# xdma_grant_writer

Figure 1. Gate-type map (xdma_grant_writer).
Scale: 4 px per um.
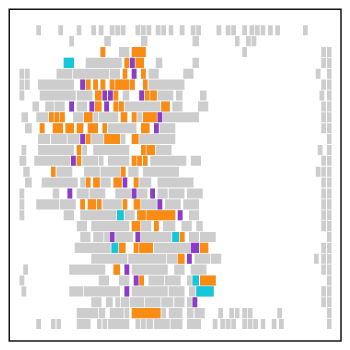

--- src/rtl/xdma_pkg.sv ---
// Shared XDMA types: grant descriptor/payload layouts, AXI response codes, MMIO offsets.
package xdma_pkg;

  // remote_addr sits in the LSBs so a plain width cast extracts it.
  typedef struct packed {
    logic [7:0]  dma_id;
    logic [47:0] remote_addr;
  } xdma_req_desc_t;

  typedef struct packed {
    logic [7:0] dma_id;
    logic [7:0] grant;
  } xdma_to_remote_grant_t;

  typedef enum logic [1:0] {
    StIdle,
    StSend,
    StWaitB
  } gw_state_e;

  localparam logic [1:0] AxiRespOkay   = 2'b00;
  localparam logic [1:0] AxiRespExOkay = 2'b01;
  localparam logic [1:0] AxiRespSlvErr = 2'b10;
  localparam logic [1:0] AxiRespDecErr = 2'b11;

  localparam logic [47:0] MMIOGrantOffset = 48'h0000_0000_0100;

endpackage

--- src/rtl/xdma_grant_writer.sv ---
// Single-beat AXI write of a captured grant to a remote address, with bounded
// resend on error responses and one outstanding write at a time.
module xdma_grant_writer #(
  parameter type         xdma_req_desc_t        = logic,
  parameter type         xdma_to_remote_grant_t = logic,
  parameter int unsigned AddrWidth              = 48,
  parameter int unsigned DataWidth              = 64,
  parameter int unsigned MaxRetry               = 3
) (
  input  logic                   clk_i,
  input  logic                   rst_ni,
  input  xdma_req_desc_t         grant_desc_i,
  input  xdma_to_remote_grant_t  grant_i,
  input  logic                   grant_valid_i,
  output logic                   grant_ready_o,
  output logic [AddrWidth-1:0]   aw_addr_o,
  output logic                   aw_valid_o,
  input  logic                   aw_ready_i,
  output logic [DataWidth-1:0]   w_data_o,
  output logic [DataWidth/8-1:0] w_strb_o,
  output logic                   w_last_o,
  output logic                   w_valid_o,
  input  logic                   w_ready_i,
  input  logic [1:0]             b_resp_i,
  input  logic                   b_valid_i,
  output logic                   b_ready_o,
  output logic                   busy_o,
  output logic                   err_o,
  output logic [15:0]            sent_cnt_o
);

  localparam int unsigned RetryW = (MaxRetry > 0) ? $clog2(MaxRetry + 1) : 1;

  xdma_pkg::gw_state_e r_state, w_state_d;

  logic [AddrWidth-1:0] r_addr;
  logic [DataWidth-1:0] r_data;
  logic [RetryW-1:0]    r_retry;
  logic                 r_aw_done, r_w_done, r_err;
  logic [15:0]          r_cnt;

  logic [$bits(xdma_req_desc_t)-1:0]        w_desc_bits;
  logic [$bits(xdma_to_remote_grant_t)-1:0] w_grant_bits;
  logic w_accept, w_aw_fire, w_w_fire, w_resp_ok, w_resp_retry, w_resp_drop;

  assign w_desc_bits  = grant_desc_i;
  assign w_grant_bits = grant_i;
  assign w_aw_fire    = aw_valid_o & aw_ready_i;
  assign w_w_fire     = w_valid_o & w_ready_i;

  assign aw_addr_o  = r_addr;
  assign w_data_o   = r_data;
  assign w_strb_o   = '1;
  assign w_last_o   = 1'b1;
  assign err_o      = r_err;
  assign sent_cnt_o = r_cnt;

  always_comb begin
    w_state_d     = r_state;
    grant_ready_o = 1'b0;
    b_ready_o     = 1'b0;
    busy_o        = 1'b1;
    aw_valid_o    = 1'b0;
    w_valid_o     = 1'b0;
    w_accept      = 1'b0;
    w_resp_ok     = 1'b0;
    w_resp_retry  = 1'b0;
    w_resp_drop   = 1'b0;
    unique case (r_state)
      xdma_pkg::StIdle: begin
        grant_ready_o = 1'b1;
        busy_o        = 1'b0;
        if (grant_valid_i) begin
          w_accept  = 1'b1;
          w_state_d = xdma_pkg::StSend;
        end
      end
      xdma_pkg::StSend: begin
        aw_valid_o = ~r_aw_done;
        w_valid_o  = ~r_w_done;
        if ((r_aw_done | aw_ready_i) && (r_w_done | w_ready_i)) begin
          w_state_d = xdma_pkg::StWaitB;
        end
      end
      xdma_pkg::StWaitB: begin
        b_ready_o = 1'b1;
        if (b_valid_i) begin
          // OKAY and EXOKAY both have bit 1 clear.
          if (!b_resp_i[1]) begin
            w_resp_ok = 1'b1;
            w_state_d = xdma_pkg::StIdle;
          end else if (r_retry < RetryW'(MaxRetry)) begin
            w_resp_retry = 1'b1;
            w_state_d    = xdma_pkg::StSend;
          end else begin
            w_resp_drop = 1'b1;
            w_state_d   = xdma_pkg::StIdle;
          end
        end
      end
      default: w_state_d = xdma_pkg::StIdle;
    endcase
  end

  always_ff @(posedge clk_i or negedge rst_ni) begin
    if (!rst_ni) begin
      r_state   <= xdma_pkg::StIdle;
      r_addr    <= '0;
      r_data    <= '0;
      r_retry   <= '0;
      r_aw_done <= 1'b0;
      r_w_done  <= 1'b0;
      r_err     <= 1'b0;
      r_cnt     <= '0;
    end else begin
      r_state <= w_state_d;
      r_err   <= w_resp_drop;
      if (w_accept) begin
        r_addr  <= AddrWidth'(w_desc_bits);
        r_data  <= DataWidth'(w_grant_bits);
        r_retry <= '0;
      end
      // Done flags live only for the current attempt.
      if (w_state_d != xdma_pkg::StSend) begin
        r_aw_done <= 1'b0;
        r_w_done  <= 1'b0;
      end else begin
        r_aw_done <= r_aw_done | w_aw_fire;
        r_w_done  <= r_w_done | w_w_fire;
      end
      if (w_resp_retry) r_retry <= r_retry + 1'b1;
      if (w_resp_ok)    r_cnt   <= r_cnt + 16'd1;
    end
  end

endmodule

--- config.mk ---
export PLATFORM = sky130hd
export DESIGN_NAME = xdma_grant_writer
export DESIGN_NICKNAME = d
export VERILOG_FILES = /design/src/rtl/xdma_pkg.sv /design/src/rtl/xdma_grant_writer.sv
export SDC_FILE = /design/constraint.sdc
export NUM_CORES = 1
export LEC_CHECK = 0
export ABC_AREA = 1
export CORE_MARGIN = 2
export CORE_UTILIZATION = 36
export DETAILED_ROUTE_END_ITERATION = 16
export GPL_ROUTABILITY_DRIVEN = 0
export PLACE_DENSITY = 0.82
export SETUP_SLACK_MARGIN = 0.3
export SLEW_MARGIN = 25
export SYNTH_ARGS = -nofsm -noshare
export SYNTH_HDL_FRONTEND = slang
export SYNTH_SLANG_ARGS = --single-unit
--- constraint.sdc ---
create_clock -name clk_i -period 1.5 [get_ports clk_i]
set_input_delay 0.375 -clock clk_i [delete_from_list [all_inputs] [get_ports clk_i]]
set_output_delay 0.375 -clock clk_i [all_outputs]
set_load 0.01 [all_outputs]
# ram_burst_reader

[src/rtl/ram_burst_reader.sv]
// Burst read client for a 1-cycle registered-read RAM port: turns (addr, len) commands
// into sequential wrapping reads and streams the returned words out with a last flag.
module ram_burst_reader #(
  parameter int DATA_WIDTH = 32,
  parameter int ADDR_WIDTH = 10
) (
  input  logic                  clk,
  input  logic                  rst,
  input  logic                  cmd_valid,
  output logic                  cmd_ready,
  input  logic [ADDR_WIDTH-1:0] cmd_addr,
  input  logic [ADDR_WIDTH-1:0] cmd_len,
  output logic                  ram_en,
  output logic                  ram_we,
  output logic [ADDR_WIDTH-1:0] ram_addr,
  input  logic [DATA_WIDTH-1:0] ram_dout,
  output logic                  m_valid,
  input  logic                  m_ready,
  output logic [DATA_WIDTH-1:0] m_data,
  output logic                  m_last,
  output logic                  busy
);

  typedef enum logic [1:0] {
    IDLE  = 2'd0,
    RUN   = 2'd1,
    DRAIN = 2'd2
  } state_t;

  state_t                state_q, state_d;
  logic [ADDR_WIDTH-1:0] addr_q, addr_d;
  logic [ADDR_WIDTH:0]   rem_q, rem_d;
  logic                  inflight_q, inflight_d;
  logic                  inflight_last_q, inflight_last_d;

  // Two-entry FIFO: the head entry drives the stream outputs directly, the skid entry
  // catches the word that returns while the head is stalled.
  logic                  head_valid_q, head_valid_d;
  logic                  head_last_q, head_last_d;
  logic [DATA_WIDTH-1:0] head_data_q, head_data_d;
  logic                  skid_valid_q, skid_valid_d;
  logic                  skid_last_q, skid_last_d;
  logic [DATA_WIDTH-1:0] skid_data_q, skid_data_d;

  logic       pop;
  logic       push;
  logic       issue;
  logic [1:0] occ;
  logic [1:0] occ_after_pop;

  assign pop           = head_valid_q & m_ready;
  assign push          = inflight_q;
  assign occ           = 2'(head_valid_q) + 2'(skid_valid_q) + 2'(inflight_q);
  assign occ_after_pop = occ - 2'(pop);

  // Credit check counts the slot freed by this cycle's pop, so issue rate stays at one
  // word per cycle while the consumer keeps up.
  always_comb begin
    state_d         = state_q;
    addr_d          = addr_q;
    rem_d           = rem_q;
    issue           = 1'b0;
    inflight_d      = 1'b0;
    inflight_last_d = inflight_last_q;
    case (state_q)
      IDLE: begin
        if (cmd_valid) begin
          addr_d  = cmd_addr;
          rem_d   = {1'b0, cmd_len} + (ADDR_WIDTH+1)'(1);
          state_d = RUN;
        end
      end
      RUN: begin
        if (occ_after_pop < 2'd2) begin
          issue           = 1'b1;
          inflight_d      = 1'b1;
          inflight_last_d = (rem_q == (ADDR_WIDTH+1)'(1));
          addr_d          = addr_q + ADDR_WIDTH'(1);
          rem_d           = rem_q - (ADDR_WIDTH+1)'(1);
          if (rem_q == (ADDR_WIDTH+1)'(1)) begin
            state_d = DRAIN;
          end
        end
      end
      DRAIN: begin
        if (pop && head_last_q) begin
          state_d = IDLE;
        end
      end
      default: state_d = IDLE;
    endcase
  end

  always_comb begin
    head_valid_d = head_valid_q;
    head_last_d  = head_last_q;
    head_data_d  = head_data_q;
    skid_valid_d = skid_valid_q;
    skid_last_d  = skid_last_q;
    skid_data_d  = skid_data_q;
    if (pop) begin
      if (skid_valid_q) begin
        head_valid_d = 1'b1;
        head_last_d  = skid_last_q;
        head_data_d  = skid_data_q;
        skid_valid_d = push;
        if (push) begin
          skid_last_d = inflight_last_q;
          skid_data_d = ram_dout;
        end
      end else begin
        head_valid_d = push;
        if (push) begin
          head_last_d = inflight_last_q;
          head_data_d = ram_dout;
        end
      end
    end else if (push) begin
      if (!head_valid_q) begin
        head_valid_d = 1'b1;
        head_last_d  = inflight_last_q;
        head_data_d  = ram_dout;
      end else begin
        skid_valid_d = 1'b1;
        skid_last_d  = inflight_last_q;
        skid_data_d  = ram_dout;
      end
    end
  end

  always_ff @(posedge clk or posedge rst) begin
    if (rst) begin
      state_q         <= IDLE;
      addr_q          <= '0;
      rem_q           <= '0;
      inflight_q      <= 1'b0;
      inflight_last_q <= 1'b0;
      head_valid_q    <= 1'b0;
      head_last_q     <= 1'b0;
      head_data_q     <= '0;
      skid_valid_q    <= 1'b0;
      skid_last_q     <= 1'b0;
      skid_data_q     <= '0;
    end else begin
      state_q         <= state_d;
      addr_q          <= addr_d;
      rem_q           <= rem_d;
      inflight_q      <= inflight_d;
      inflight_last_q <= inflight_last_d;
      head_valid_q    <= head_valid_d;
      head_last_q     <= head_last_d;
      head_data_q     <= head_data_d;
      skid_valid_q    <= skid_valid_d;
      skid_last_q     <= skid_last_d;
      skid_data_q     <= skid_data_d;
    end
  end

  // A returning word with both entries full and no pop would be lost.
  fifo_no_overflow_a: assert property (@(posedge clk) disable iff (rst)
    !(push && !pop && head_valid_q && skid_valid_q));

  assign cmd_ready = (state_q == IDLE);
  assign busy      = (state_q != IDLE);
  assign ram_en    = issue;
  assign ram_we    = 1'b0;
  assign ram_addr  = addr_q;
  assign m_valid   = head_valid_q;
  assign m_data    = head_data_q;
  assign m_last    = head_last_q;

endmodule

[config.mk]
export PLATFORM = sky130hd
export DESIGN_NAME = ram_burst_reader
export DESIGN_NICKNAME = d
export VERILOG_FILES = /design/src/rtl/ram_burst_reader.sv
export SDC_FILE = /design/constraint.sdc
export NUM_CORES = 1
export LEC_CHECK = 0
export ABC_AREA = 0
export CAP_MARGIN = 20
export CORE_ASPECT_RATIO = 0.8
export CORE_MARGIN = 2
export CORE_UTILIZATION = 45
export DETAILED_ROUTE_END_ITERATION = 7
export PLACE_DENSITY = 0.73
export REMOVE_ABC_BUFFERS = 1
export SLEW_MARGIN = 10
export SYNTH_ARGS = -nofsm -noshare
export SYNTH_HDL_FRONTEND = slang
export SYNTH_SLANG_ARGS = --single-unit
[constraint.sdc]
create_clock -name clk -period 4.2 [get_ports clk]
set_input_delay 0.84 -clock clk [delete_from_list [all_inputs] [get_ports clk]]
set_output_delay 0.84 -clock clk [all_outputs]
set_load 0.005 [all_outputs]
Figure 2. Placed cells, one color a class (ram_burst_reader).
Scale: 3 px per um. Fill, decap, tap and diode cells in gray.
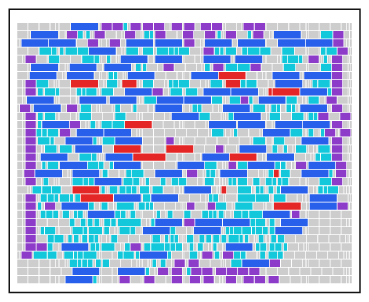
- red: clock drivers and dummy loads (cells 16)
- purple: remaining buffers and delay cells (cells 109)
- cyan: remaining logic cells (cells 313)
- blue: registers (cells 93)

Figure 3. Gate-type map (ram_burst_reader).
Scale: 3 px per um.
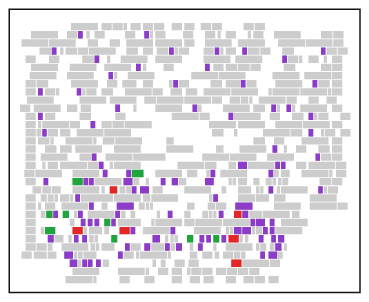
- red: non-inverting ao/oa cells (cells 6; where bottom center)
- purple: aoi and oai cells (cells 97)
- green: and/or cells (cells 9)

==> reports/qor.csv, ram_burst_reader <==
stage,metric,value,unit
global_routing,global_route.usage.met1,27.4,%
synth,synthDominantCellAreaShare,51.1,%
setup_path,crit_path_end,ram_en,
hold_path,whs_path_depth,1,
clock_network,tritoncts,yes,
timing,setup_repair_after_global_routing_missed_its_margin,no,
drt,vias,3614,
timing,timing.final.crit_period,4050,ps
run,openroad_warnings,27,
layout,multi_input_gates,306,
synth,synth.area.top_cells,"sky130_fd_sc_hd__dfrtp_1 51%, sky130_fd_sc_hd__mux2i_1 7.7%, sky130_fd_sc_hd__mux2_1 6.7%",
timing,timing.setup.tns,0,ps
layout,area.share.sequential,38.7,%
layout,seqCellArea,0.00233,mm^2
global_routing,globalRouteMet3Util,4.13,%
layout,top_area_cell_class,flip-flops and latches,
setup_path,r2r_end,rem_q[3],
layout,clkCellAreaFrac,5.43,%
drt,routedWlPerCell,15.5,um
place,dp.final_hpwl,7.08,mm
floorplanning,n_tap_cell,136,
setup_path,crit_fanout,4,
setup_path,r2r.worst_path.cells,8,
clock_network,number_of_h_tree_branching_levels,3,
synth,synth.distinct_cells,55,
synth,ys_sh_simple,12.7,%
synth,ys_sh_adder,1.92,%
power,p_comb_share,47.5,%
setup_path,timing.critical_path.required,3360,ps
floorplanning,initial_core_util,46.8,%
power,clock_network_power,878,uW
global_routing,track_usage,19.5,%
timing,slew_violations,0,
layout,diodes,0,
clock_network,numCtsBuffers,9,
synth,syn-instance-count,431,
timing,worst_slew_margin_rel,27.0,%
run,cap_violations,0,
floorplanning,design.portCount,104,
synth,post_synth.cell_area_avg,10.6,um^2
status,run_status,"finished, final reports clean",
synth,synthMuxAreaShare,15.9,%
synth,top_cell,sky130_fd_sc_hd__dfrtp_1,
place,buffer_ports.inserted,102,
power,p_per_area,805,mW/mm^2
place,dpl-instance-area,0.00569,mm^2
drt,vias_per_cell,5.42,
global_routing,grt_remaining_overflow,0,
layout,nNonClkInverters,7,
clock_network,cts.sinks,93,
Figure 4. Placed cells, one color a class (xdma_grant_writer).
Scale: 4 px per um. Fill, decap, tap and diode cells in gray.
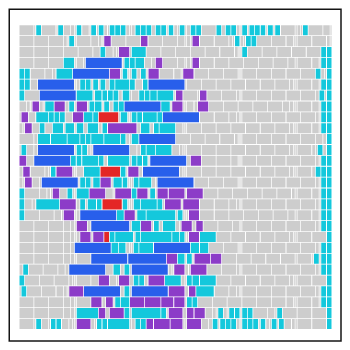
- red: clock drivers and dummy loads (cells 4)
- blue: registers (cells 25)
- purple: remaining buffers and delay cells (cells 74)
- cyan: remaining logic cells (cells 257)

Notes on Figure 1 above:
- orange: nand cells (cells 70)
- cyan: aoi and oai cells (cells 6)
- purple: inv cells (cells 27)

==> reports/qor.csv, xdma_grant_writer <==
stage,metric,value,unit
status,run_status,"finished, final reports clean",
synth,compound_area_share,1.91,%
drt,route.detailed.drc,0,
layout,clkCellAreaFrac,1.69,%
setup_path,worst_setup_path_end_kind,primary output,
floorplanning,initial_core_util,37.3,%
power,power.clock.fraction,13.5,%
drt,vias_per_cell,3.91,
layout,clkbuf_count,4,
clock_network,cts_hold_buf,0,
synth,synth.cell_area,0.00222,mm^2
floorplanning,die_height,82.6,um
timing,fin_skew,5.85,ps
power,p_comb_share,55.2,%
layout,final_nets,373,
power,clock_network_power,403,uW
setup_path,critical_path.startpoint_type,flip-flop,
global_routing,grt_most_used_layer,met2,
drt,wl_met3,350,um
setup_path,crit_top_cell,sky130_fd_sc_hd__buf_6,
layout,max_reg_flops,16,
synth,yosysTopAreaCell,sky130_fd_sc_hd__buf_4,
place,buffer_ports.inserted,32,
power,main_power_consuming_group,combinational cells,
layout,most_used_cells_in_the_layout_excluding_fill_and_tap_cells,"119 x sky130_fd_sc_hd__conb_1, 38 x sky130_fd_sc_hd__nand2_1, 31 x sky130_fd_sc_hd__buf_4",
drt,drt_initial_violations,57,
setup_path,r2r.worst_path.cells,10,
setup_path,criticalPathCategory,reg -> out,
run,openroad_warnings,30,
layout,seqCellArea,628,um^2
global_routing,vias_in_the_first_global_route,1545,
layout,final_layout_top_logic_cell,sky130_fd_sc_hd__conb_1,
setup_path,worst_path_largest_cell_delay,430,ps
timing,timing.final.crit_period,1480,ps
power,switchingPower,1.16,mW
synth,syn-instance-count,284,
global_routing,number_of_antenna_violations_at_the_first_check_in_global_routing,0,
timing,slew_violations,0,
layout,flow.area_growth_from_synthesis,19.5,%
power,vdd_drop_max,0.598,mV
floorplanning,core_region_area,0.00596,mm^2
global_routing,grt_pass1_wl,6.53,mm

# rpm_calc

Figure 5. Gate-type map (rpm_calc).
Scale: 2 px per um.
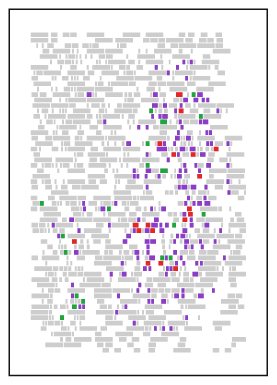
`src/rtl/efi_pkg.sv`:
```
// rtl/efi_pkg.sv - shared engine-controller constants and rpm FSM state encoding
package efi_pkg;
    localparam int CLK_HZ       = 2_000_000;
    localparam int AVG_TEETH    = 32;
    localparam int RPM_DIVIDEND = CLK_HZ * AVG_TEETH;
    localparam int RPM_W        = 16;

    typedef enum logic [1:0] {
        ST_IDLE = 2'd0,
        ST_LOAD = 2'd1,
        ST_DIV  = 2'd2,
        ST_DONE = 2'd3
    } rpm_state_t;
endpackage

```
`src/rtl/seq_divider.sv`:
```
// rtl/seq_divider.sv - generic unsigned restoring divider, one quotient bit per cycle, MSB first
module seq_divider #(
    parameter int NUM_W = 26,
    parameter int DEN_W = 32
) (
    input  logic             clk,
    input  logic             rst,
    input  logic             start,
    input  logic [NUM_W-1:0] num,
    input  logic [DEN_W-1:0] den,
    output logic             done,
    output logic [NUM_W-1:0] quotient
);
    localparam int CW = (DEN_W > NUM_W + 1) ? DEN_W : NUM_W + 1;
    localparam int SW = $clog2(NUM_W);

    logic [NUM_W-1:0] rem;
    logic [NUM_W-1:0] quo;
    logic [DEN_W-1:0] den_q;
    logic [NUM_W:0]   shifted;
    logic             fits;
    logic [SW-1:0]    step;
    logic             run;

    // Remainder never exceeds the dividend prefix, so NUM_W bits hold it; the shifted
    // partial remainder needs one more bit before the compare.
    assign shifted  = {rem, quo[NUM_W-1]};
    assign fits     = CW'(shifted) >= CW'(den_q);
    assign done     = run && (step == '0);
    assign quotient = quo;

    always_ff @(posedge clk or posedge rst) begin
        if (rst) begin
            rem   <= '0;
            quo   <= '0;
            den_q <= '0;
            step  <= '0;
            run   <= 1'b0;
        end else if (start) begin
            rem   <= '0;
            quo   <= num;
            den_q <= den;
            step  <= SW'(NUM_W - 1);
            run   <= 1'b1;
        end else if (run) begin
            rem  <= fits ? NUM_W'(CW'(shifted) - CW'(den_q)) : shifted[NUM_W-1:0];
            quo  <= {quo[NUM_W-2:0], fits};
            step <= step - 1'b1;
            if (step == '0)
                run <= 1'b0;
        end
    end
endmodule

```
`src/rtl/rpm_calc.sv`:
```
// rtl/rpm_calc.sv - per-tooth rpm = DIVIDEND / rpm_sum via multi-cycle divide, with stall and sync handling
module rpm_calc #(
    parameter int SUM_W        = 32,
    parameter int RPM_W        = efi_pkg::RPM_W,
    parameter int QW           = 26,
    parameter int DIVIDEND     = efi_pkg::RPM_DIVIDEND,
    parameter int STALL_CYCLES = 2_000_000
) (
    input  logic             clk,
    input  logic             reset,
    input  logic             synced,
    input  logic             trigger,
    input  logic [SUM_W-1:0] rpm_sum,
    output logic [RPM_W-1:0] rpm,
    output logic             rpm_valid,
    output logic             busy,
    output logic             stalled
);
    import efi_pkg::*;

    localparam int SCW = $clog2(STALL_CYCLES + 1);

    rpm_state_t       state, state_next;
    logic [SUM_W-1:0] sum_reg;
    logic             pending;
    logic             div_zero;
    logic             div_start;
    logic             div_last;
    logic [QW-1:0]    quotient;
    logic [RPM_W-1:0] rpm_sat;
    logic [SCW-1:0]   stall_cnt;
    logic             stall_hit;

    seq_divider #(.NUM_W(QW), .DEN_W(SUM_W)) u_div (
        .clk      (clk),
        .rst      (reset),
        .start    (div_start),
        .num      (QW'(DIVIDEND)),
        .den      (sum_reg),
        .done     (div_last),
        .quotient (quotient)
    );

    assign rpm_sat   = (|quotient[QW-1:RPM_W]) ? '1 : quotient[RPM_W-1:0];
    assign busy      = (state == ST_LOAD) || (state == ST_DIV);
    assign stall_hit = synced && !trigger && (stall_cnt == SCW'(STALL_CYCLES - 1));

    always_ff @(posedge clk or posedge reset) begin
        if (reset)
            state <= ST_IDLE;
        else
            state <= state_next;
    end

    always_comb begin
        state_next = state;
        div_start  = 1'b0;
        case (state)
            ST_IDLE: if ((trigger && synced) || pending) state_next = ST_LOAD;
            ST_LOAD: begin
                // A zero sum means the tooth history is not yet filled: no division
                if (sum_reg == '0) begin
                    state_next = ST_DONE;
                end else begin
                    div_start  = 1'b1;
                    state_next = ST_DIV;
                end
            end
            ST_DIV:  if (div_last) state_next = ST_DONE;
            ST_DONE: state_next = ST_IDLE;
            default: state_next = ST_IDLE;
        endcase
        if (!synced) begin
            state_next = ST_IDLE;
            div_start  = 1'b0;
        end
    end

    always_ff @(posedge clk or posedge reset) begin
        if (reset) begin
            rpm       <= '0;
            rpm_valid <= 1'b0;
            stalled   <= 1'b0;
            pending   <= 1'b0;
            sum_reg   <= '0;
            div_zero  <= 1'b0;
            stall_cnt <= '0;
        end else begin
            rpm_valid <= 1'b0;
            if (!synced) begin
                rpm       <= '0;
                pending   <= 1'b0;
                stalled   <= 1'b0;
                stall_cnt <= '0;
            end else begin
                if (trigger) begin
                    sum_reg   <= rpm_sum;
                    stall_cnt <= '0;
                end else if (stall_cnt != SCW'(STALL_CYCLES)) begin
                    stall_cnt <= stall_cnt + 1'b1;
                end
                // At most one division is queued; later busy triggers only refresh sum_reg
                if (state == ST_IDLE)
                    pending <= 1'b0;
                else if (trigger)
                    pending <= 1'b1;
                if (state == ST_LOAD)
                    div_zero <= (sum_reg == '0);
                if (state == ST_DONE) begin
                    rpm       <= div_zero ? '0 : rpm_sat;
                    rpm_valid <= 1'b1;
                    stalled   <= 1'b0;
                end
                if (stall_hit) begin
                    rpm     <= '0;
                    stalled <= 1'b1;
                end
            end
        end
    end
endmodule

```
`config.mk`:
```
export PLATFORM = sky130hd
export DESIGN_NAME = rpm_calc
export DESIGN_NICKNAME = d
export VERILOG_FILES = /design/src/rtl/efi_pkg.sv /design/src/rtl/seq_divider.sv /design/src/rtl/rpm_calc.sv
export SDC_FILE = /design/constraint.sdc
export NUM_CORES = 1
export LEC_CHECK = 0
export ABC_CLOCK_PERIOD_IN_PS = 6080
export CAP_MARGIN = 15
export CORE_ASPECT_RATIO = 1.5
export CORE_MARGIN = 10
export CORE_UTILIZATION = 50
export DETAILED_ROUTE_END_ITERATION = 6
export PLACE_DENSITY_LB_ADDON = 0.1
export SLEW_MARGIN = 20
export SYNTH_ARGS = -nofsm -noshare
export SYNTH_HDL_FRONTEND = slang
export SYNTH_SLANG_ARGS = --single-unit
```
`constraint.sdc`:
```
create_clock -name clk -period 6.08 [get_ports clk]
set_input_delay 1.824 -clock clk [delete_from_list [all_inputs] [get_ports clk]]
set_output_delay 1.824 -clock clk [all_outputs]
set_load 0.02 [all_outputs]
```
==> reports/qor.csv <==
stage,metric,value,unit
synth,yosysTopAreaCell,sky130_fd_sc_hd__dfrtp_1,
timing,hold_viol,0,
timing,worst_slew_margin_rel,33.4,%
clock_network,number_of_h_tree_branching_levels,4,
global_routing,number_of_antenna_violations_at_the_first_check_in_global_routing,0,
layout,clkbuf_count,19,
place,placed_cells_incl_taps,1153,
synth,ys_sh_adder,5.35,%
timing,worstMarginPinSlew,999,ps
global_routing,vias_in_the_first_global_route,6859,
synth,synth.cell_area,0.00879,mm^2
synth,post_synth_most_frequent_cells,"165 x sky130_fd_sc_hd__dfrtp_1, 127 x sky130_fd_sc_hd__nor2_1, 98 x sky130_fd_sc_hd__nand2_1, 52 x sky130_fd_sc_hd__mux2i_1, 51 x sky130_fd_sc_hd__o21ai_0",
synth,compound_area_share,12.2,%
hold_path,hold_path_class,reg -> reg,
status,run_status,"finished, final reports clean",
synth,top_flip_flop_cell_by_instance_count_after_synthesis,sky130_fd_sc_hd__dfrtp_1,
layout,number_of_inserted_filler_cells_in_the_final_layout,1572,
power,power.leakage,4.69,nW
layout,flow.area_growth_from_synthesis,14.4,%
synth,top_cell,sky130_fd_sc_hd__dfrtp_1,
timing,achievable-frequency,257,MHz
drt,wl_met1,8.34,mm
timing,fin_crit_sh,63.9,%
drt,antenna_violating_nets_post_route,0,
hold_path,timing.hold.worst.start,u_div.den_q[29],
power,main_power_consuming_group,combinational cells,
clock_network,tritoncts,yes,
layout,seqCellArea,0.00413,mm^2
hold_path,min_to,u_div.den_q[29],
power,power.total,5.24,mW
power,p_comb_share,48.2,%
drt,vias,6635,
place,dp.final_hpwl,13.7,mm
About Figure 5:
- red: non-inverting ao/oa cells (cells 18)
- purple: aoi and oai cells (cells 157)
- green: and/or cells (cells 19)



## Gallery

Congestion heat map.
shot_01.png
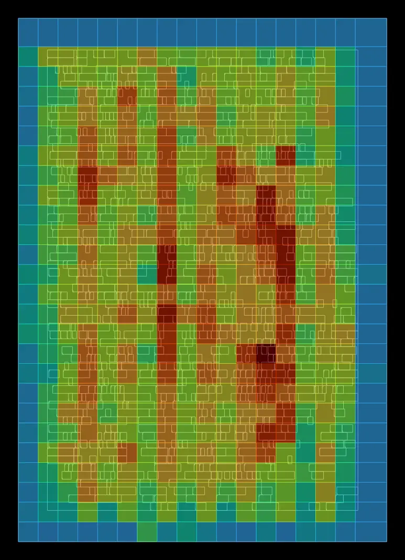
shot_02.png
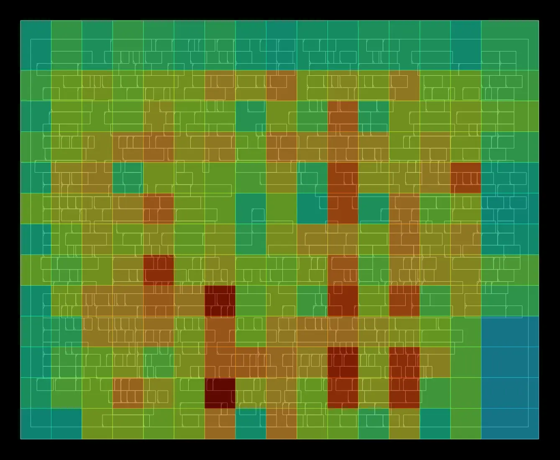
shot_03.png
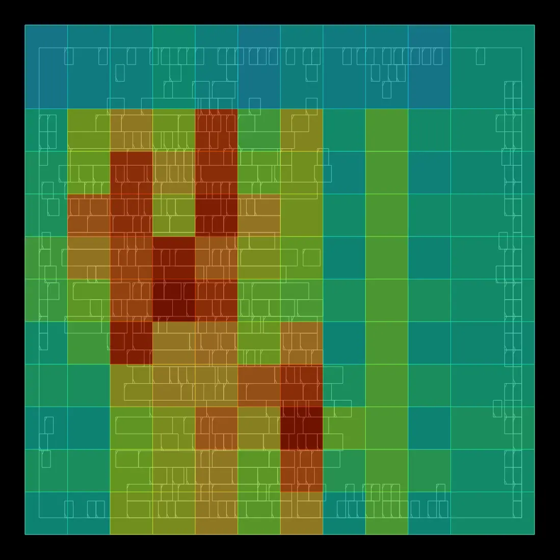
shot_01.png -> rpm_calc
shot_03.png -> xdma_grant_writer
shot_02.png -> ram_burst_reader
Of these, lowest track usage: shot_03.png

No activity file was given, so power comes from the tool's default toggle rates.
